######## tpu_job_scheduler ########
### src/rtl/tpu_job_scheduler.sv
// rtl/tpu_job_scheduler.sv - job descriptor queue and sequencer for the systolic-array controller
//
// Purpose:
//   Accepts job descriptors (source/destination SRAM bases plus a tag) into a
//   small FIFO and runs them one at a time on the systolic controller. For each
//   job it latches the base addresses, pulses tpu_start, waits for tpu_done and
//   hands back one completion record over a valid/ready interface.
//
// Optional feature:
//   TPU_JOB_WATCHDOG_EN - when defined, a RUN-state watchdog aborts a job that
//   has not signalled tpu_done within TIMEOUT_CYCLES cycles. The job then
//   completes with cmpl_err=1 and tpu_abort pulses for one cycle. When
//   undefined, tpu_abort and cmpl_err are tied low and RUN waits indefinitely.
//
// Ports:
//   clk, srstn           clock and synchronous active-low reset
//   job_valid/job_ready  descriptor handshake (job_ready = !full)
//   job_src_addr         source-SRAM base of the offered job
//   job_dst_addr         result-SRAM base of the offered job
//   job_id               tag echoed on completion
//   tpu_start            one-cycle start pulse to the systolic controller
//   tpu_done             done pulse from the systolic controller
//   tpu_abort            one-cycle abort pulse (watchdog only)
//   tpu_src_base         source base held stable for the running job
//   tpu_dst_base         destination base held stable for the running job
//   cmpl_valid/ready     completion record handshake
//   cmpl_id, cmpl_err    completion record contents
//   busy                 a job is in flight or the queue is non-empty
//   queue_level          FIFO occupancy
//   done_count           completions handed off, wraps at 16 bits
module tpu_job_scheduler #(
  parameter int QUEUE_DEPTH    = 4,
  parameter int ADDR_W         = 10,
  parameter int JOB_ID_W       = 4,
  parameter int TIMEOUT_CYCLES = 1024
) (
  input  logic                         clk,
  input  logic                         srstn,
  input  logic                         job_valid,
  output logic                         job_ready,
  input  logic [ADDR_W-1:0]            job_src_addr,
  input  logic [ADDR_W-1:0]            job_dst_addr,
  input  logic [JOB_ID_W-1:0]          job_id,
  output logic                         tpu_start,
  input  logic                         tpu_done,
  output logic                         tpu_abort,
  output logic [ADDR_W-1:0]            tpu_src_base,
  output logic [ADDR_W-1:0]            tpu_dst_base,
  output logic                         cmpl_valid,
  input  logic                         cmpl_ready,
  output logic [JOB_ID_W-1:0]          cmpl_id,
  output logic                         cmpl_err,
  output logic                         busy,
  output logic [$clog2(QUEUE_DEPTH):0] queue_level,
  output logic [15:0]                  done_count
);

  localparam int PTR_W = $clog2(QUEUE_DEPTH);
  localparam int LVL_W = PTR_W + 1;

  typedef enum logic [1:0] {
    ST_IDLE  = 2'd0,
    ST_ISSUE = 2'd1,
    ST_RUN   = 2'd2,
    ST_CMPL  = 2'd3
  } state_t;

  state_t              state_q, state_d;

  // descriptor FIFO
  logic [ADDR_W-1:0]   src_mem [QUEUE_DEPTH];
  logic [ADDR_W-1:0]   dst_mem [QUEUE_DEPTH];
  logic [JOB_ID_W-1:0] id_mem  [QUEUE_DEPTH];
  logic [PTR_W-1:0]    wr_ptr_q, wr_ptr_d;
  logic [PTR_W-1:0]    rd_ptr_q, rd_ptr_d;
  logic [LVL_W-1:0]    level_q, level_d;

  // running job and completion record
  logic [ADDR_W-1:0]   src_base_q, src_base_d;
  logic [ADDR_W-1:0]   dst_base_q, dst_base_d;
  logic [JOB_ID_W-1:0] cur_id_q, cur_id_d;
  logic                cmpl_valid_q, cmpl_valid_d;
  logic [JOB_ID_W-1:0] cmpl_id_q, cmpl_id_d;
  logic [15:0]         done_count_q, done_count_d;

  logic                full;
  logic                push;
  logic                pop;
  logic                wdog_fire;

  assign full = (level_q == LVL_W'(QUEUE_DEPTH));

  // Ready is forced high while reset is asserted so it never reads as
  // stalled before the first reset edge has cleared the level register.
  assign job_ready = ~full | ~srstn;
  assign push      = job_valid & job_ready;

  // The head is consumed only when the sequencer leaves IDLE.
  assign pop = (state_q == ST_IDLE) && (level_q != '0);

  // FIFO storage needs no reset: entries are only read below the level.
  always_ff @(posedge clk) begin
    if (push) begin
      src_mem[wr_ptr_q] <= job_src_addr;
      dst_mem[wr_ptr_q] <= job_dst_addr;
      id_mem[wr_ptr_q]  <= job_id;
    end
  end

  // FIFO pointer and level update. Push and pop together are allowed even
  // when full, since readiness reflects the level before this edge.
  always_comb begin
    wr_ptr_d = wr_ptr_q;
    rd_ptr_d = rd_ptr_q;
    level_d  = level_q;
    if (push) begin
      wr_ptr_d = wr_ptr_q + PTR_W'(1);
    end
    if (pop) begin
      rd_ptr_d = rd_ptr_q + PTR_W'(1);
    end
    unique case ({push, pop})
      2'b10:   level_d = level_q + LVL_W'(1);
      2'b01:   level_d = level_q - LVL_W'(1);
      default: level_d = level_q;
    endcase
  end

  // Sequencer next-state and record logic.
  always_comb begin
    state_d      = state_q;
    src_base_d   = src_base_q;
    dst_base_d   = dst_base_q;
    cur_id_d     = cur_id_q;
    cmpl_valid_d = cmpl_valid_q;
    cmpl_id_d    = cmpl_id_q;
    done_count_d = done_count_q;
    unique case (state_q)
      ST_IDLE: begin
        if (pop) begin
          src_base_d = src_mem[rd_ptr_q];
          dst_base_d = dst_mem[rd_ptr_q];
          cur_id_d   = id_mem[rd_ptr_q];
          state_d    = ST_ISSUE;
        end
      end
      ST_ISSUE: begin
        state_d = ST_RUN;
      end
      ST_RUN: begin
        // tpu_done in the same cycle as the watchdog limit is a normal finish.
        if (tpu_done || wdog_fire) begin
          cmpl_valid_d = 1'b1;
          cmpl_id_d    = cur_id_q;
          state_d      = ST_CMPL;
        end
      end
      ST_CMPL: begin
        if (cmpl_ready) begin
          cmpl_valid_d = 1'b0;
          done_count_d = done_count_q + 16'd1;
          state_d      = ST_IDLE;
        end
      end
      default: begin
        state_d = ST_IDLE;
      end
    endcase
  end

  always_ff @(posedge clk) begin
    if (!srstn) begin
      state_q      <= ST_IDLE;
      wr_ptr_q     <= '0;
      rd_ptr_q     <= '0;
      level_q      <= '0;
      src_base_q   <= '0;
      dst_base_q   <= '0;
      cur_id_q     <= '0;
      cmpl_valid_q <= 1'b0;
      cmpl_id_q    <= '0;
      done_count_q <= '0;
    end else begin
      state_q      <= state_d;
      wr_ptr_q     <= wr_ptr_d;
      rd_ptr_q     <= rd_ptr_d;
      level_q      <= level_d;
      src_base_q   <= src_base_d;
      dst_base_q   <= dst_base_d;
      cur_id_q     <= cur_id_d;
      cmpl_valid_q <= cmpl_valid_d;
      cmpl_id_q    <= cmpl_id_d;
      done_count_q <= done_count_d;
    end
  end

`ifdef TPU_JOB_WATCHDOG_EN
  localparam int WDOG_W = (TIMEOUT_CYCLES > 1) ? $clog2(TIMEOUT_CYCLES) : 1;

  logic [WDOG_W-1:0] wdog_q, wdog_d;
  logic              tpu_abort_q, tpu_abort_d;
  logic              cmpl_err_q, cmpl_err_d;

  // Fires on the RUN cycle where the count has reached its limit and the
  // controller has still not reported done.
  assign wdog_fire = (state_q == ST_RUN) && !tpu_done &&
                     (wdog_q == WDOG_W'(TIMEOUT_CYCLES - 1));

  always_comb begin
    wdog_d      = wdog_q;
    tpu_abort_d = wdog_fire;
    cmpl_err_d  = cmpl_err_q;
    if (state_q == ST_ISSUE) begin
      wdog_d = '0;
    end else if ((state_q == ST_RUN) && !wdog_fire) begin
      wdog_d = wdog_q + WDOG_W'(1);
    end
    if (state_q == ST_RUN) begin
      if (tpu_done) begin
        cmpl_err_d = 1'b0;
      end else if (wdog_fire) begin
        cmpl_err_d = 1'b1;
      end
    end
  end

  always_ff @(posedge clk) begin
    if (!srstn) begin
      wdog_q      <= '0;
      tpu_abort_q <= 1'b0;
      cmpl_err_q  <= 1'b0;
    end else begin
      wdog_q      <= wdog_d;
      tpu_abort_q <= tpu_abort_d;
      cmpl_err_q  <= cmpl_err_d;
    end
  end

  assign tpu_abort = tpu_abort_q;
  assign cmpl_err  = cmpl_err_q;
`else
  assign wdog_fire = 1'b0;
  assign tpu_abort = 1'b0;
  assign cmpl_err  = 1'b0;
`endif

  // Start is decoded from the registered state, so it is high for exactly
  // the single ISSUE cycle.
  assign tpu_start    = (state_q == ST_ISSUE);
  assign tpu_src_base = src_base_q;
  assign tpu_dst_base = dst_base_q;
  assign cmpl_valid   = cmpl_valid_q;
  assign cmpl_id      = cmpl_id_q;
  assign busy         = (state_q != ST_IDLE) || (level_q != '0);
  assign queue_level  = level_q;
  assign done_count   = done_count_q;

endmodule

### config.mk
export PLATFORM = sky130hd
export DESIGN_NAME = tpu_job_scheduler
export DESIGN_NICKNAME = d
export VERILOG_FILES = /design/src/rtl/tpu_job_scheduler.sv
export SDC_FILE = /design/constraint.sdc
export NUM_CORES = 1
export LEC_CHECK = 0
export ABC_AREA = 1
export CAP_MARGIN = 40
export CORE_MARGIN = 2
export CORE_UTILIZATION = 57
export CTS_BUF_LIST = sky130_fd_sc_hd__clkbuf_8
export DETAILED_ROUTE_END_ITERATION = 8
export PLACE_DENSITY = 0.83
export SLEW_MARGIN = 20
export SYNTH_ARGS = -nofsm -noshare
export SYNTH_HDL_FRONTEND = slang
export SYNTH_SLANG_ARGS = --single-unit
export TNS_END_PERCENT = 100
### constraint.sdc
create_clock -name clk -period 2.4 [get_ports clk]
set_input_delay 0.48 -clock clk [delete_from_list [all_inputs] [get_ports clk]]
set_output_delay 0.48 -clock clk [all_outputs]
set_load 0.05 [all_outputs]
######## pipelined_adder_tree ########
<file path="src/rtl/pipelined_adder_tree.sv">
// Fully pipelined binary adder tree. Sums NUM_IN unsigned DW_DATA-bit lanes
// modulo 2^DW_DATA, accepting one vector per clock with one register per level.
module pipelined_adder_tree #(
  parameter int unsigned DW_DATA = 8,
  parameter int unsigned NUM_IN  = 8
) (
  input  logic                        clk,
  input  logic                        rst,
  input  logic [NUM_IN*DW_DATA-1:0]   in,
  output logic [DW_DATA-1:0]          out
);

  // Lane count is zero-padded to a power of two so every leaf sits at the same
  // depth and every root-to-leaf path crosses exactly LEVELS registers.
  localparam int unsigned LEVELS = $clog2(NUM_IN);
  localparam int unsigned PADN   = 32'(1) << LEVELS;

  if (NUM_IN == 1) begin : g_single
    logic [DW_DATA-1:0] out_q;

    // Single lane: register it once so the latency never drops below one.
    always_ff @(posedge clk) begin
      if (rst) out_q <= '0;
      else     out_q <= in;
    end

    assign out = out_q;
  end else begin : g_tree
    // Heap-ordered tree: node i has children 2i and 2i+1; node 1 is the root.
    // Children with index >= PADN are leaves, i.e. padded input lanes.
    logic [DW_DATA-1:0] leaf   [PADN];
    logic [DW_DATA-1:0] node_q [1:PADN-1];

    for (genvar k = 0; k < PADN; k++) begin : g_leaf
      if (k < NUM_IN) begin : g_lane
        assign leaf[k] = in[k*DW_DATA +: DW_DATA];
      end else begin : g_pad
        assign leaf[k] = '0;
      end
    end

    for (genvar i = 1; i < PADN; i++) begin : g_node
      if (2 * i >= PADN) begin : g_bottom
        // First level: add a pair of input lanes.
        always_ff @(posedge clk) begin
          if (rst) node_q[i] <= '0;
          else     node_q[i] <= leaf[2*i-PADN] + leaf[2*i+1-PADN];
        end
      end else begin : g_inner
        // Upper levels: add the two registered child sums.
        always_ff @(posedge clk) begin
          if (rst) node_q[i] <= '0;
          else     node_q[i] <= node_q[2*i] + node_q[2*i+1];
        end
      end
    end

    assign out = node_q[1];
  end

endmodule

</file>
<file path="config.mk">
export PLATFORM = sky130hd
export DESIGN_NAME = pipelined_adder_tree
export DESIGN_NICKNAME = d
export VERILOG_FILES = /design/src/rtl/pipelined_adder_tree.sv
export SDC_FILE = /design/constraint.sdc
export NUM_CORES = 1
export LEC_CHECK = 0
export ABC_AREA = 1
export CORE_MARGIN = 3
export CORE_UTILIZATION = 35
export CTS_BUF_LIST = sky130_fd_sc_hd__clkbuf_16
export CTS_CLUSTER_SIZE = 40
export DETAILED_ROUTE_END_ITERATION = 10
export SYNTH_ARGS = -nofsm -noshare
export SYNTH_HDL_FRONTEND = slang
export SYNTH_SLANG_ARGS = --single-unit
</file>
<file path="constraint.sdc">
create_clock -name clk -period 1.81 [get_ports clk]
set_clock_uncertainty 0.05 [all_clocks]
set_input_delay 0.181 -clock clk [delete_from_list [all_inputs] [get_ports clk]]
set_output_delay 0.181 -clock clk [all_outputs]
set_load 0.005 [all_outputs]
</file>
######## button_pulse_conditioner ########
[config.mk]
export PLATFORM = sky130hd
export DESIGN_NAME = button_pulse_conditioner
export DESIGN_NICKNAME = d
export VERILOG_FILES = /design/src/rtl/clock_pkg.sv /design/src/rtl/button_channel.sv /design/src/rtl/button_pulse_conditioner.sv
export SDC_FILE = /design/constraint.sdc
export NUM_CORES = 1
export LEC_CHECK = 0
export ABC_AREA = 1
export CAP_MARGIN = 20
export CORE_ASPECT_RATIO = 0.7
export CORE_MARGIN = 10
export CORE_UTILIZATION = 35
export CTS_BUF_LIST = sky130_fd_sc_hd__clkbuf_8
export CTS_CLUSTER_DIAMETER = 200
export DETAILED_ROUTE_END_ITERATION = 10
export PLACE_DENSITY = 0.51
export SKIP_CTS_REPAIR_TIMING = 1
export SLEW_MARGIN = 20
export SYNTH_ARGS = -nofsm -noshare
export SYNTH_HDL_FRONTEND = slang
export SYNTH_SLANG_ARGS = --single-unit
[constraint.sdc]
create_clock -name clk -period 6.32 [get_ports clk]
set_clock_uncertainty 0.05 [all_clocks]
set_input_delay 0.632 -clock clk [delete_from_list [all_inputs] [get_ports clk]]
set_output_delay 0.632 -clock clk [all_outputs]
set_load 0.005 [all_outputs]
[src/rtl/clock_pkg.sv]
// Shared constants and types for the clock core's button front end.
package clock_pkg;

  // Default timing at a 50 MHz system clock.
  localparam int DB_CYCLES_DEF    = 1_000_000;   // 20 ms debounce
  localparam int DELAY_CYCLES_DEF = 25_000_000;  // 500 ms before first repeat
  localparam int RATE_CYCLES_DEF  = 5_000_000;   // 100 ms between repeats

  typedef enum logic [1:0] {
    IDLE   = 2'd0,
    DELAY  = 2'd1,
    REPEAT = 2'd2
  } btn_state_e;

  // Bits needed to count 0..n-1; never narrower than one bit.
  function automatic int cnt_width(input int n);
    return (n > 1) ? $clog2(n) : 1;
  endfunction

endpackage

[src/rtl/button_channel.sv]
// One button: 2-flop synchronizer, debouncer and press/hold-to-repeat FSM.
//
// state  | meaning
// -------+------------------------------------------------------------
// IDLE   | button released; a debounced press fires the first pulse
// DELAY  | held after the first pulse; waiting out the initial hold time
// REPEAT | held past the initial hold; pulsing every repeat interval
module button_channel
  import clock_pkg::*;
#(
  parameter int ACTIVE_LOW   = 1,
  parameter int DB_CYCLES    = DB_CYCLES_DEF,
  parameter int DELAY_CYCLES = DELAY_CYCLES_DEF,
  parameter int RATE_CYCLES  = RATE_CYCLES_DEF,
  parameter int REPEAT_EN    = 1
) (
  input  logic clk,
  input  logic reset,
  input  logic enable,
  input  logic btn_raw,
  output logic btn_level,
  output logic btn_pulse
);

  localparam int DB_W    = cnt_width(DB_CYCLES);
  localparam int TMR_MAX = (DELAY_CYCLES > RATE_CYCLES) ? DELAY_CYCLES : RATE_CYCLES;
  localparam int TMR_W   = cnt_width(TMR_MAX);

  localparam logic              RELEASED_RAW = (ACTIVE_LOW != 0);
  localparam logic [DB_W-1:0]   DB_LAST      = DB_W'(DB_CYCLES - 1);
  localparam logic [TMR_W-1:0]  DELAY_LAST   = TMR_W'(DELAY_CYCLES - 1);
  localparam logic [TMR_W-1:0]  RATE_LAST    = TMR_W'(RATE_CYCLES - 1);

  logic             sync_q1, sync_q2;
  logic             pressed;
  logic [DB_W-1:0]  db_cnt_q;
  btn_state_e       state_q, state_d;
  logic [TMR_W-1:0] tmr_q, tmr_d;
  logic             fsm_pulse;

  // Synchronizer resets to the released pin level so reset never looks like a press.
  always_ff @(posedge clk or posedge reset) begin
    if (reset) begin
      sync_q1 <= RELEASED_RAW;
      sync_q2 <= RELEASED_RAW;
    end else begin
      sync_q1 <= btn_raw;
      sync_q2 <= sync_q1;
    end
  end

  assign pressed = sync_q2 ^ RELEASED_RAW;

  // Debounce: accept a new level only after DB_CYCLES consecutive cycles of disagreement.
  always_ff @(posedge clk or posedge reset) begin
    if (reset) begin
      db_cnt_q  <= '0;
      btn_level <= 1'b0;
    end else if (pressed != btn_level) begin
      if (db_cnt_q == DB_LAST) begin
        db_cnt_q  <= '0;
        btn_level <= ~btn_level;
      end else begin
        db_cnt_q <= db_cnt_q + DB_W'(1);
      end
    end else begin
      db_cnt_q <= '0;
    end
  end

  // FSM state and shared hold/repeat timer registers.
  always_ff @(posedge clk or posedge reset) begin
    if (reset) begin
      state_q <= IDLE;
      tmr_q   <= '0;
    end else begin
      state_q <= state_d;
      tmr_q   <= tmr_d;
    end
  end

  // Next state, timer and pulse request; a release always wins over a terminal count.
  always_comb begin
    state_d   = state_q;
    tmr_d     = tmr_q;
    fsm_pulse = 1'b0;
    case (state_q)
      IDLE: begin
        tmr_d = '0;
        if (btn_level) begin
          fsm_pulse = 1'b1;
          state_d   = DELAY;
        end
      end
      DELAY: begin
        if (!btn_level) begin
          state_d = IDLE;
          tmr_d   = '0;
        end else if (tmr_q == DELAY_LAST) begin
          tmr_d = '0;
          if (REPEAT_EN != 0) begin
            fsm_pulse = 1'b1;
            state_d   = REPEAT;
          end
        end else begin
          tmr_d = tmr_q + TMR_W'(1);
        end
      end
      REPEAT: begin
        if (!btn_level) begin
          state_d = IDLE;
          tmr_d   = '0;
        end else if (tmr_q == RATE_LAST) begin
          tmr_d     = '0;
          fsm_pulse = 1'b1;
        end else begin
          tmr_d = tmr_q + TMR_W'(1);
        end
      end
      default: begin
        state_d = IDLE;
        tmr_d   = '0;
      end
    endcase
  end

  // Gated, registered strobe; pulses arriving while disabled are simply dropped.
  always_ff @(posedge clk or posedge reset) begin
    if (reset) btn_pulse <= 1'b0;
    else       btn_pulse <= fsm_pulse & enable;
  end

endmodule

[src/rtl/button_pulse_conditioner.sv]
// Debounced single-pulse + hold-to-repeat front end for the time-setting buttons.
module button_pulse_conditioner
  import clock_pkg::*;
#(
  parameter int N_BUTTONS    = 2,
  parameter int ACTIVE_LOW   = 1,
  parameter int DB_CYCLES    = DB_CYCLES_DEF,
  parameter int DELAY_CYCLES = DELAY_CYCLES_DEF,
  parameter int RATE_CYCLES  = RATE_CYCLES_DEF,
  parameter int REPEAT_EN    = 1
) (
  input  logic                 clk,
  input  logic                 reset,
  input  logic                 enable,
  input  logic [N_BUTTONS-1:0] btn_raw,
  output logic [N_BUTTONS-1:0] btn_level,
  output logic [N_BUTTONS-1:0] btn_pulse
);

  // Independent, identical channels sharing only clock, reset and enable.
  for (genvar i = 0; i < N_BUTTONS; i++) begin : g_chan
    button_channel #(
      .ACTIVE_LOW  (ACTIVE_LOW),
      .DB_CYCLES   (DB_CYCLES),
      .DELAY_CYCLES(DELAY_CYCLES),
      .RATE_CYCLES (RATE_CYCLES),
      .REPEAT_EN   (REPEAT_EN)
    ) u_chan (
      .clk      (clk),
      .reset    (reset),
      .enable   (enable),
      .btn_raw  (btn_raw[i]),
      .btn_level(btn_level[i]),
      .btn_pulse(btn_pulse[i])
    );
  end

endmodule

######## mmio_master_flat ########
### src/rtl/mmio_master_if.sv
// ---------------------------------------------------------------------------
// mmio_master_if : MMIO device bus between the initiator and its responders.
// Revision: 1.0
// ---------------------------------------------------------------------------
`default_nettype none

interface mmio_master_if #(
  parameter int NDEV = 4
);
  logic                 mmio_read;
  logic                 mmio_write;
  logic [31:0]          mmio_addr;
  logic [31:0]          mmio_write_data;
  logic [NDEV-1:0]      mmio_work;
  logic [NDEV-1:0]      mmio_done;
  logic [NDEV*32-1:0]   mmio_read_data;

  modport master (
    output mmio_read, mmio_write, mmio_addr, mmio_write_data,
    input  mmio_work, mmio_done, mmio_read_data
  );

  modport slave (
    input  mmio_read, mmio_write, mmio_addr, mmio_write_data,
    output mmio_work, mmio_done, mmio_read_data
  );
endinterface

`default_nettype wire

### src/rtl/mmio_master.sv
// ---------------------------------------------------------------------------
// mmio_master : CPU-side MMIO bus initiator with decode check and timeout.
// Revision: 1.0
// ---------------------------------------------------------------------------
`default_nettype none

module mmio_master #(
  parameter int NDEV    = 4,
  parameter int TIMEOUT = 255
) (
  input  wire logic        sys_clk,
  input  wire logic        rst_n,
  input  wire logic        cpu_req_read,
  input  wire logic        cpu_req_write,
  input  wire logic [31:0] cpu_addr,
  input  wire logic [31:0] cpu_wdata,
  output logic             cpu_stall,
  output logic             cpu_ack,
  output logic             cpu_fault,
  output logic [31:0]      cpu_rdata,
  output logic [31:0]      fault_addr,
  mmio_master_if.master    bus
);

  localparam int            CW       = $clog2(TIMEOUT) + 1;
  localparam logic [CW-1:0] CNT_LAST = CW'(TIMEOUT - 1);

  typedef enum logic [1:0] {
    IDLE = 2'd0,
    REQ  = 2'd1,
    RESP = 2'd2,
    ERR  = 2'd3
  } state_t;

  state_t        state, state_nxt;
  logic [CW-1:0] cnt, cnt_nxt;
  logic          rd_nxt, wr_nxt, ack_nxt, fault_nxt;
  logic [31:0]   addr_nxt, wdata_nxt, rdata_nxt, faddr_nxt;
  logic          work_onehot, sel_done;
  logic [31:0]   sel_data;

  assign cpu_stall = (cpu_req_read | cpu_req_write) & ~cpu_ack;

  // Only the claiming device's done/data are seen; a multi-hot claim faults anyway.
  always_comb begin
    sel_done    = 1'b0;
    sel_data    = '0;
    work_onehot = (|bus.mmio_work) &&
                  !(|(bus.mmio_work & (bus.mmio_work - NDEV'(1))));
    for (int i = 0; i < NDEV; i++) begin
      if (bus.mmio_work[i]) begin
        sel_done = sel_done | bus.mmio_done[i];
        sel_data = sel_data | bus.mmio_read_data[32*i +: 32];
      end
    end
  end

  always_ff @(posedge sys_clk) begin
    if (!rst_n) begin
      state               <= IDLE;
      cnt                 <= '0;
      cpu_ack             <= 1'b0;
      cpu_fault           <= 1'b0;
      cpu_rdata           <= '0;
      fault_addr          <= '0;
      bus.mmio_read       <= 1'b0;
      bus.mmio_write      <= 1'b0;
      bus.mmio_addr       <= '0;
      bus.mmio_write_data <= '0;
    end else begin
      state               <= state_nxt;
      cnt                 <= cnt_nxt;
      cpu_ack             <= ack_nxt;
      cpu_fault           <= fault_nxt;
      cpu_rdata           <= rdata_nxt;
      fault_addr          <= faddr_nxt;
      bus.mmio_read       <= rd_nxt;
      bus.mmio_write      <= wr_nxt;
      bus.mmio_addr       <= addr_nxt;
      bus.mmio_write_data <= wdata_nxt;
    end
  end

  always_comb begin
    state_nxt = state;
    cnt_nxt   = cnt;
    ack_nxt   = 1'b0;
    fault_nxt = 1'b0;
    rdata_nxt = cpu_rdata;
    faddr_nxt = fault_addr;
    rd_nxt    = bus.mmio_read;
    wr_nxt    = bus.mmio_write;
    addr_nxt  = bus.mmio_addr;
    wdata_nxt = bus.mmio_write_data;

    case (state)
      IDLE: begin
        if (cpu_req_read && cpu_req_write) begin
          faddr_nxt = cpu_addr;
          rdata_nxt = '0;
          ack_nxt   = 1'b1;
          fault_nxt = 1'b1;
          state_nxt = ERR;
        end else if (cpu_req_read || cpu_req_write) begin
          rd_nxt    = cpu_req_read;
          wr_nxt    = cpu_req_write;
          addr_nxt  = cpu_addr;
          wdata_nxt = cpu_wdata;
          cnt_nxt   = '0;
          state_nxt = REQ;
        end
      end
      REQ: begin
        if (!work_onehot || (!sel_done && cnt == CNT_LAST)) begin
          faddr_nxt = bus.mmio_addr;
          rdata_nxt = '0;
          rd_nxt    = 1'b0;
          wr_nxt    = 1'b0;
          ack_nxt   = 1'b1;
          fault_nxt = 1'b1;
          state_nxt = ERR;
        end else if (sel_done) begin
          rdata_nxt = bus.mmio_read ? sel_data : 32'h0;
          rd_nxt    = 1'b0;
          wr_nxt    = 1'b0;
          ack_nxt   = 1'b1;
          state_nxt = RESP;
        end else begin
          cnt_nxt = cnt + CW'(1);
        end
      end
      RESP:    state_nxt = IDLE;
      ERR:     state_nxt = IDLE;
      default: state_nxt = IDLE;
    endcase
  end

endmodule

`default_nettype wire

### src/flat_wrapper.sv
// flat-port wrapper written by rule: the top's interface ports become plain ports
module mmio_master_flat 
#(
  parameter int NDEV    = 4,
  parameter int TIMEOUT = 255
)
  (sys_clk, rst_n, cpu_req_read, cpu_req_write, cpu_addr, cpu_wdata, cpu_stall, cpu_ack, cpu_fault, cpu_rdata, fault_addr, bus_mmio_read, bus_mmio_write, bus_mmio_addr, bus_mmio_write_data, bus_mmio_work, bus_mmio_done, bus_mmio_read_data);
  mmio_master_if #(.NDEV(NDEV)) bus_i ();
  input  wire logic sys_clk;
  input  wire logic rst_n;
  input  wire logic cpu_req_read;
  input  wire logic cpu_req_write;
  input  wire logic [31:0] cpu_addr;
  input  wire logic [31:0] cpu_wdata;
  output logic cpu_stall;
  output logic cpu_ack;
  output logic cpu_fault;
  output logic [31:0] cpu_rdata;
  output logic [31:0] fault_addr;
  output wire logic [$bits(bus_i.mmio_read)-1:0] bus_mmio_read;
  output wire logic [$bits(bus_i.mmio_write)-1:0] bus_mmio_write;
  output wire logic [$bits(bus_i.mmio_addr)-1:0] bus_mmio_addr;
  output wire logic [$bits(bus_i.mmio_write_data)-1:0] bus_mmio_write_data;
  input wire logic [$bits(bus_i.mmio_work)-1:0] bus_mmio_work;
  input wire logic [$bits(bus_i.mmio_done)-1:0] bus_mmio_done;
  input wire logic [$bits(bus_i.mmio_read_data)-1:0] bus_mmio_read_data;
  assign bus_mmio_read = bus_i.mmio_read;
  assign bus_mmio_write = bus_i.mmio_write;
  assign bus_mmio_addr = bus_i.mmio_addr;
  assign bus_mmio_write_data = bus_i.mmio_write_data;
  assign bus_i.mmio_work = bus_mmio_work;
  assign bus_i.mmio_done = bus_mmio_done;
  assign bus_i.mmio_read_data = bus_mmio_read_data;
  mmio_master #(.NDEV(NDEV), .TIMEOUT(TIMEOUT)) u_core (.sys_clk(sys_clk), .rst_n(rst_n), .cpu_req_read(cpu_req_read), .cpu_req_write(cpu_req_write), .cpu_addr(cpu_addr), .cpu_wdata(cpu_wdata), .cpu_stall(cpu_stall), .cpu_ack(cpu_ack), .cpu_fault(cpu_fault), .cpu_rdata(cpu_rdata), .fault_addr(fault_addr), .bus(bus_i));
endmodule
### config.mk
export PLATFORM = sky130hd
export DESIGN_NAME = mmio_master_flat
export DESIGN_NICKNAME = d
export VERILOG_FILES = /design/src/rtl/mmio_master_if.sv /design/src/rtl/mmio_master.sv /design/src/flat_wrapper.sv
export SDC_FILE = /design/constraint.sdc
export NUM_CORES = 1
export LEC_CHECK = 0
export ABC_CLOCK_PERIOD_IN_PS = 2200
export CELL_PAD_IN_SITES_DETAIL_PLACEMENT = 1
export CELL_PAD_IN_SITES_GLOBAL_PLACEMENT = 1
export CORE_ASPECT_RATIO = 0.6
export CORE_MARGIN = 2
export CORE_UTILIZATION = 25
export DETAILED_ROUTE_END_ITERATION = 16
export PLACE_DENSITY = 0.86
export SKIP_LAST_GASP = 1
export SYNTH_ARGS = -nofsm -noshare
export SYNTH_HDL_FRONTEND = slang
export SYNTH_SLANG_ARGS = --single-unit
export TNS_END_PERCENT = 30
### constraint.sdc
create_clock -name sys_clk -period 2.2 [get_ports sys_clk]
set_clock_uncertainty 0.05 [all_clocks]
set_input_delay 0.44 -clock sys_clk [delete_from_list [all_inputs] [get_ports sys_clk]]
set_output_delay 0.44 -clock sys_clk [all_outputs]
set_load 0.03 [all_outputs]
**button_pulse_conditioner: clock distribution**

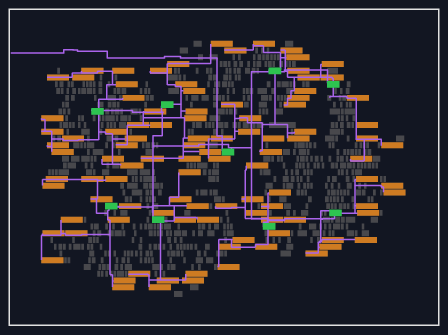
- green: cells driving clock nets (count 9)
- orange: flip-flops (count 102)
- purple: clock wires (length 1410 um)
- routed clock nets: 10

==> impl_metrics.xml, button_pulse_conditioner <==
<?xml version="1.0" encoding="UTF-8"?>
<metrics>
  <group name="final_timing">
    <metric name="worst_slew_pin_tran" unit="ps">761</metric>
    <metric name="maxSlewViolCount" unit="">0</metric>
    <metric name="final_min_period_over_clock_period" unit="">0.340</metric>
    <metric name="setup_repair_after_global_routing_missed_its_margin" unit="">false</metric>
    <metric name="period_needed" unit="ps">2150</metric>
  </group>
  <group name="die">
    <metric name="io_pins" unit="">9</metric>
    <metric name="chipWidth" unit="um">172</metric>
    <metric name="tap_cells" unit="">200</metric>
  </group>
  <group name="outcome">
    <metric name="outcome" unit="">finished clean</metric>
  </group>
  <group name="critical_path">
    <metric name="crit_slowest_cell" unit="">sky130_fd_sc_hd__clkdlybuf4s50_1</metric>
    <metric name="setup.reg_to_reg.worst_slack" unit="ps">4260</metric>
    <metric name="worst_r2r_startpoint" unit="">g_chan[0].u_chan.db_cnt_q[0]</metric>
    <metric name="max_stage_delay" unit="ps">570</metric>
    <metric name="crit_end" unit="">btn_level[1]</metric>
  </group>
  <group name="layout">
    <metric name="final_cell_area" unit="sq um">6110</metric>
    <metric name="layout-area-overhead-vs-synth" unit="%">7.82</metric>
    <metric name="logic_gate_count" unit="">521</metric>
    <metric name="cell_class_with_the_largest_area_share" unit="">combinational gates</metric>
    <metric name="layout-drive-gt1-share" unit="">0.0646</metric>
    <metric name="largest_reg_flops" unit="">50</metric>
    <metric name="final_cell_mix" unit="">sky130_fd_sc_hd__nor2_1, sky130_fd_sc_hd__nand2_1, sky130_fd_sc_hd__dfrtp_1, sky130_fd_sc_hd__inv_1, sky130_fd_sc_hd__nand3_1</metric>
  </group>
  <group name="grt">
    <metric name="overflow" unit="">0</metric>
    <metric name="grt_start_max_net_pins" unit="">62</metric>
    <metric name="grt_pass1_wl" unit="um">20100</metric>
    <metric name="grtUsageMet3" unit="">0.0344</metric>
  </group>
  <group name="cts">
    <metric name="clockBufferDepth" unit="">2</metric>
    <metric name="clkLatencyLatePin" unit="ps">380</metric>
  </group>
  <group name="synth">
    <metric name="ys_types" unit="">31</metric>
    <metric name="synth.cellmix.compoundShare" unit="">0.0210</metric>
    <metric name="ys_cells" unit="">728</metric>
  </group>
  <group name="power_and_ir_drop">
    <metric name="p_total" unit="mW">1.10</metric>
    <metric name="clockPowerShare" unit="">0.373</metric>
  </group>
  <group name="place">
    <metric name="preCtsSetupSlack" unit="ps">3930</metric>
  </group>
  <group name="routing">
    <metric name="firstDrtPassIters" unit="">6</metric>
    <metric name="drt-vias-per-instance" unit="">4.66</metric>
    <metric name="drt-initial-drc-count" unit="">285</metric>
  </group>
  <group name="min_path">
    <metric name="min-delay-path-class" unit="">reg2reg</metric>
  </group>
</metrics>
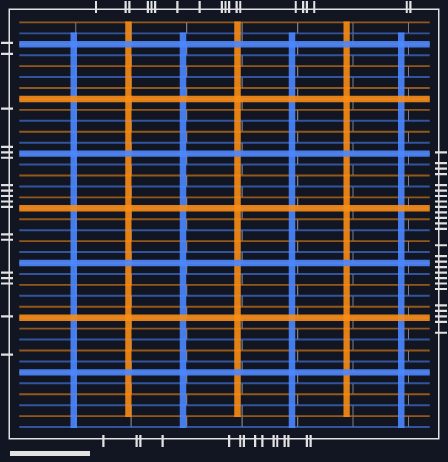
**Above:** tpu_job_scheduler (PDN straps and rails).
The bar under the picture is 20 um long. Pins as bars on the die edge. Tap cells in grey.
- blue: VSS
- orange: VDD
- signal pins: 78
- met5 straps: 7
- tap cells: 136
- met1 rails: 38

**tpu_job_scheduler: placement view**

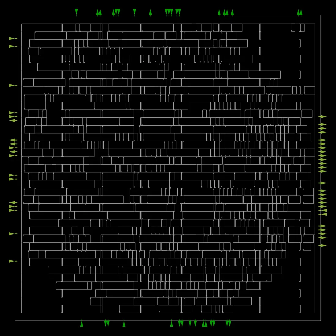
Site Rows: 37
final core area utilization: 0.713
post-route insts no fill: 792
sequential cell count of the final layout: 150

==> impl_metrics.xml, tpu_job_scheduler <==
<?xml version="1.0" encoding="UTF-8"?>
<metrics>
  <group name="outcome">
    <metric name="outcome" unit="">finished clean</metric>
  </group>
  <group name="final_timing">
    <metric name="maxSlewViolCount" unit="">0</metric>
    <metric name="worst_slew_pin_tran" unit="ps">816</metric>
    <metric name="setup_repair_after_global_routing_missed_its_margin" unit="">false</metric>
  </group>
  <group name="critical_path">
    <metric name="critical_path_peak_fanout" unit="">6</metric>
    <metric name="start_kind" unit="">register</metric>
  </group>
  <group name="run">
    <metric name="stage_log_warnings" unit="">33</metric>
  </group>
  <group name="cts">
    <metric name="clock-root-buffer" unit="">sky130_fd_sc_hd__clkbuf_8</metric>
    <metric name="clkLatencyLatePin" unit="ps">430</metric>
    <metric name="number_of_clock_sinks" unit="">150</metric>
  </group>
  <group name="routing">
    <metric name="firstDrtPassIters" unit="">5</metric>
    <metric name="routed.top_layer" unit="">met4</metric>
    <metric name="average_wire_length_per_cell_after_detail_routing" unit="um">16.6</metric>
    <metric name="routed-via-count" unit="">4357</metric>
  </group>
  <group name="grt">
    <metric name="groute.usage.overall" unit="">0.241</metric>
    <metric name="grt_start_max_net_pins" unit="">51</metric>
    <metric name="grt_antenna_before_repair" unit="">0</metric>
  </group>
  <group name="power_and_ir_drop">
    <metric name="p_seq" unit="mW">3.24</metric>
    <metric name="share_seq_of_total_power" unit="">0.403</metric>
    <metric name="comb-power" unit="mW">2.78</metric>
    <metric name="comb_power_share" unit="">0.347</metric>
  </group>
  <group name="synth">
    <metric name="synth_largest_type_area_fraction" unit="">0.482</metric>
    <metric name="async_reset_ff_frac" unit="">0</metric>
    <metric name="synth.cell_area" unit="sq um">5980</metric>
    <metric name="synth.ff_latch_count" unit="">150</metric>
  </group>
  <group name="layout">
    <metric name="layout.filler_cells" unit="">728</metric>
    <metric name="layout.non_clock_inverters" unit="">41</metric>
    <metric name="largestRegisters" unit="">dst_mem: 40 flops, src_mem: 40 flops</metric>
    <metric name="comb_area_frac" unit="">0.238</metric>
    <metric name="sequential_cell_area" unit="sq um">3960</metric>
  </group>
  <group name="die">
    <metric name="io_pins" unit="">78</metric>
    <metric name="die_h" unit="um">106</metric>
  </group>
  <group name="place">
    <metric name="post-place-cells" unit="">760</metric>
  </group>
</metrics>
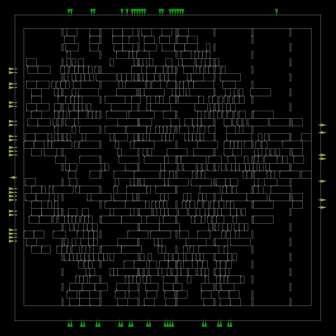
**Above:** pipelined_adder_tree (placement view).
Site Rows: 37
sequential cell count of the final layout: 56
n_taps: 136
final core area utilization: 0.459

**pipelined_adder_tree: clock distribution**

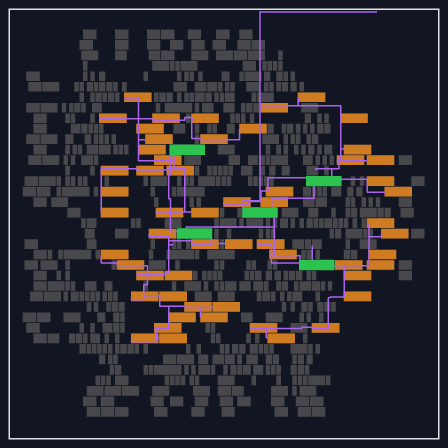
- green: cells driving clock nets (count 5)
- purple: clock wires (length 638 um)
- orange: flip-flops (count 56)
- routed clock nets: 6

==> impl_metrics.xml, pipelined_adder_tree <==
<?xml version="1.0" encoding="UTF-8"?>
<metrics>
  <group name="synth">
    <metric name="synth.yosys.chip_area" unit="sq um">3860</metric>
    <metric name="synthTopCellsByCount" unit="">sky130_fd_sc_hd__nand2_1, sky130_fd_sc_hd__nor2_1, sky130_fd_sc_hd__inv_1</metric>
    <metric name="fa_ha_area_frac" unit="">0.195</metric>
  </group>
  <group name="outcome">
    <metric name="outcome" unit="">finished clean</metric>
  </group>
  <group name="routing">
    <metric name="firstDrtPassIters" unit="">4</metric>
    <metric name="drtAntennaViolNets" unit="">0</metric>
    <metric name="total_length_of_routed_met3_wires" unit="um">262</metric>
  </group>
  <group name="layout">
    <metric name="logic_gate_count" unit="">395</metric>
    <metric name="comb_area_frac" unit="">0.481</metric>
    <metric name="layout.cells.most_common" unit="">sky130_fd_sc_hd__nand2_1</metric>
    <metric name="layout-drive-gt1-share" unit="">0.0567</metric>
  </group>
  <group name="critical_path">
    <metric name="path_class" unit="">reg2reg</metric>
    <metric name="worstPathRequired" unit="ps">1940</metric>
    <metric name="crit_slowest_cell" unit="">sky130_fd_sc_hd__fa_1</metric>
    <metric name="worstReg2RegEnd" unit="">g_tree.node_q[0][14]</metric>
    <metric name="max_stage_delay" unit="ps">370</metric>
  </group>
  <group name="run">
    <metric name="drv_cap" unit="">0</metric>
  </group>
  <group name="final_timing">
    <metric name="hold_ws" unit="ps">499</metric>
  </group>
  <group name="place">
    <metric name="post-place-cells" unit="">745</metric>
  </group>
  <group name="power_and_ir_drop">
    <metric name="worst_ir_drop_vdd" unit="mV">0.399</metric>
    <metric name="p_seq" unit="mW">1.47</metric>
  </group>
  <group name="grt">
    <metric name="groute.usage.overall" unit="">0.117</metric>
  </group>
</metrics>
**mmio_master_flat: PDN straps and rails**

The bar under the picture is 50 um long. Pins as bars on the die edge. Tap cells in grey.
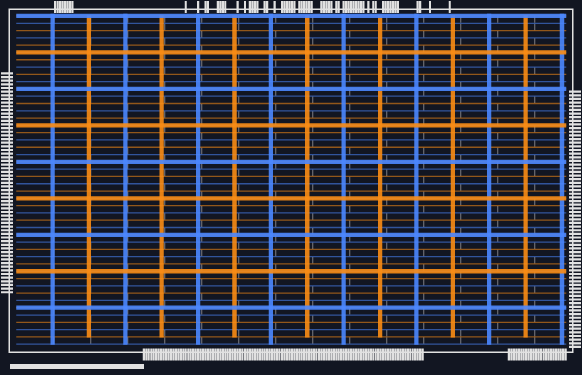
- blue: VSS
- orange: VDD
- met1 rails: 46
- signal pins: 337

==> impl_metrics.xml, mmio_master_flat <==
<?xml version="1.0" encoding="UTF-8"?>
<metrics>
  <group name="critical_path">
    <metric name="crit_end" unit="">u_core.cnt[8]</metric>
    <metric name="worst_r2r_startpoint" unit="">u_core.cnt[0]</metric>
    <metric name="reg2reg_depth" unit="">7</metric>
    <metric name="critical_path.top_delay_family" unit="">AND-OR/OR-AND gates</metric>
  </group>
  <group name="power_and_ir_drop">
    <metric name="largestPowerGroup" unit="">the clock network</metric>
    <metric name="p_seq" unit="mW">2.97</metric>
    <metric name="power.static_leakage" unit="nW">4.25</metric>
  </group>
  <group name="synth">
    <metric name="fa_ha_area_frac" unit="">0.00395</metric>
    <metric name="post_synth_xor_area_fraction" unit="">0.00533</metric>
    <metric name="synth_seq_share" unit="">0.452</metric>
    <metric name="yosys-top-cells-area" unit="">sky130_fd_sc_hd__dfxtp_1, sky130_fd_sc_hd__nand2_1, sky130_fd_sc_hd__a21boi_0</metric>
    <metric name="top_logic_kind" unit="">AND-OR/OR-AND gates</metric>
  </group>
  <group name="place">
    <metric name="post-place-cells" unit="">1353</metric>
    <metric name="port-buffer-count" unit="">336</metric>
    <metric name="post_dp_cell_area" unit="sq um">10200</metric>
  </group>
  <group name="final_timing">
    <metric name="finalSetupViolations" unit="">0</metric>
    <metric name="max_slew_margin" unit="">0.566</metric>
  </group>
  <group name="layout">
    <metric name="buffers_excl_clock" unit="">373</metric>
    <metric name="layout.area.comb" unit="sq um">3220</metric>
    <metric name="num-nets-final" unit="">1253</metric>
    <metric name="post_route_insts_no_fill" unit="">1389</metric>
    <metric name="layout.non_clock_inverters" unit="">5</metric>
    <metric name="final_cell_area" unit="sq um">10900</metric>
  </group>
  <group name="grt">
    <metric name="global_route_met2_utilization" unit="">0.349</metric>
    <metric name="first_global_vias" unit="">7502</metric>
    <metric name="grt_antenna_before_repair" unit="">1</metric>
  </group>
  <group name="routing">
    <metric name="drt-vias-per-instance" unit="">4.93</metric>
    <metric name="firstDrtPassIters" unit="">4</metric>
  </group>
  <group name="cts">
    <metric name="clkLatencyLatePin" unit="ps">420</metric>
  </group>
  <group name="run">
    <metric name="drv_cap" unit="">0</metric>
  </group>
  <group name="min_path">
    <metric name="min-delay-path-class" unit="">in2reg</metric>
  </group>
  <group name="outcome">
    <metric name="outcome" unit="">finished clean</metric>
  </group>
</metrics>


==> gallery <==
Placement by cell class.
(a)
The bar under the picture is 20 um long.
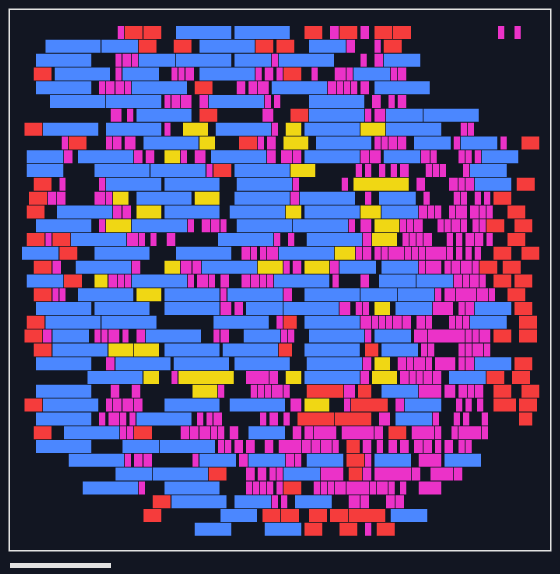
(b)
The bar under the picture is 20 um long.
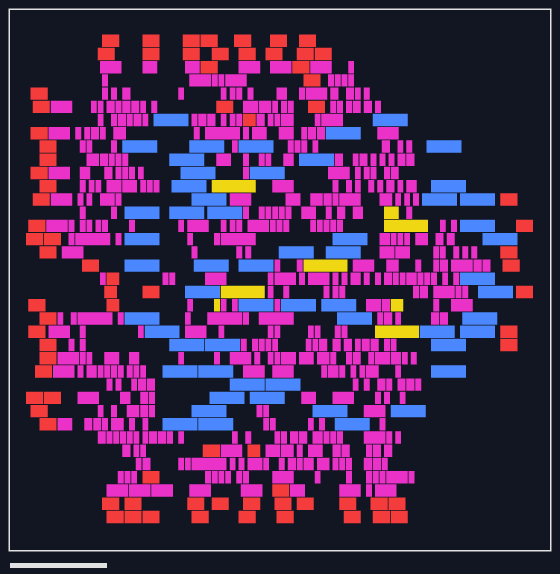
(c)
The bar under the picture is 50 um long.
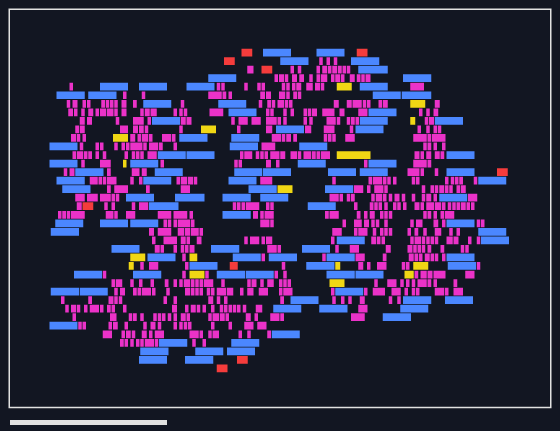
(d)
The bar under the picture is 50 um long.
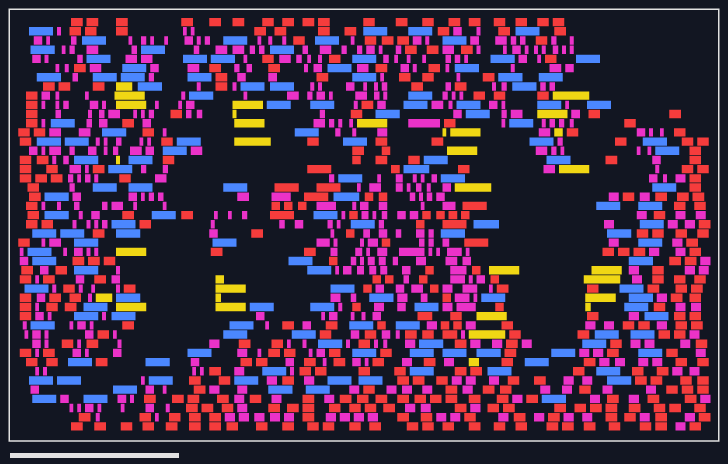
The one with the highest utilization is (a).
- (b) = pipelined_adder_tree
- (a) = tpu_job_scheduler
- (d) = mmio_master_flat
- (c) = button_pulse_conditioner

Key to (d):
- yellow: clock drivers and dummy loads (cells 32; share of their area 6.2%)
- blue: flip-flops (cells 143; share of their area 27%)
- red: other buffers and delay cells (cells 373; share of their area 36%)
- magenta: all other logic (cells 512; share of their area 31%)


==> gallery <==
Routed metal, one colour a layer.
image #1
The bar under the picture is 20 um long. Two of the layers only.
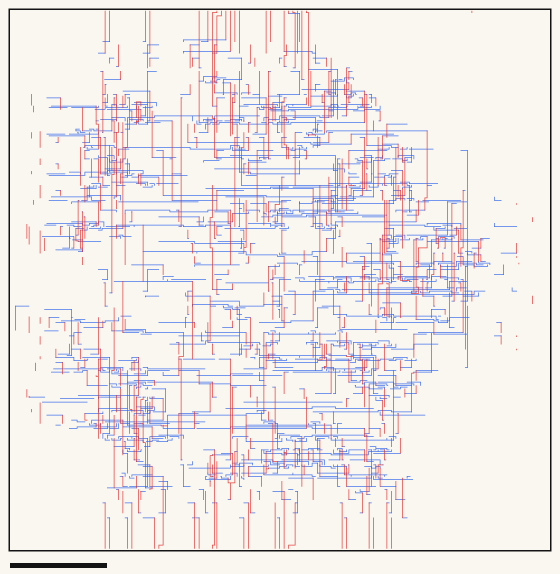
image #2
The bar under the picture is 50 um long. Two of the layers only.
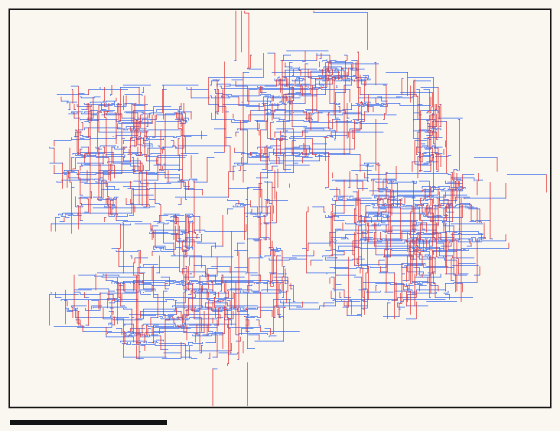
image #3
The bar under the picture is 50 um long. Two of the layers only.
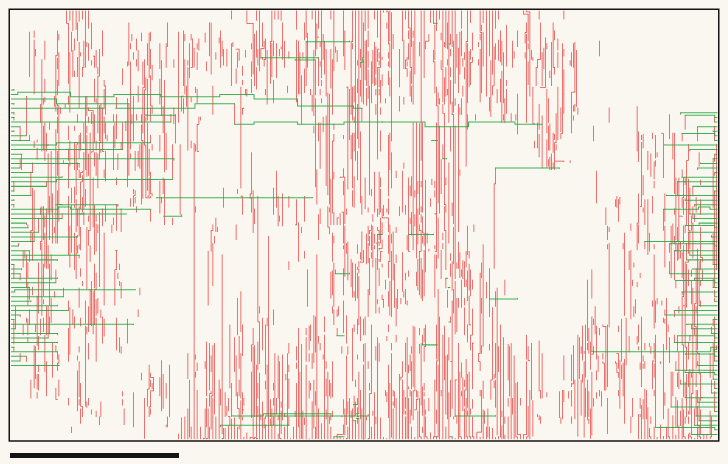
image #4
The bar under the picture is 20 um long. Two of the layers only.
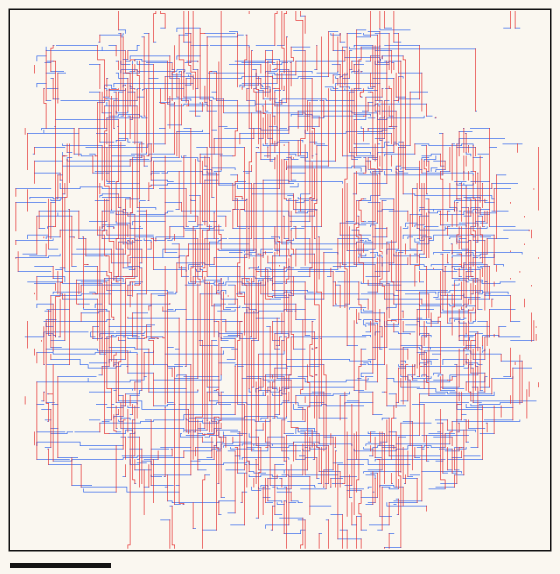
Image #4 is tpu_job_scheduler.
Image #2 is button_pulse_conditioner.
Image #1 is pipelined_adder_tree.
Image #3 is mmio_master_flat.
The one with the most wire is image #3.
The one with the least wire is image #1.

Power and IR drop assume default switching activity.
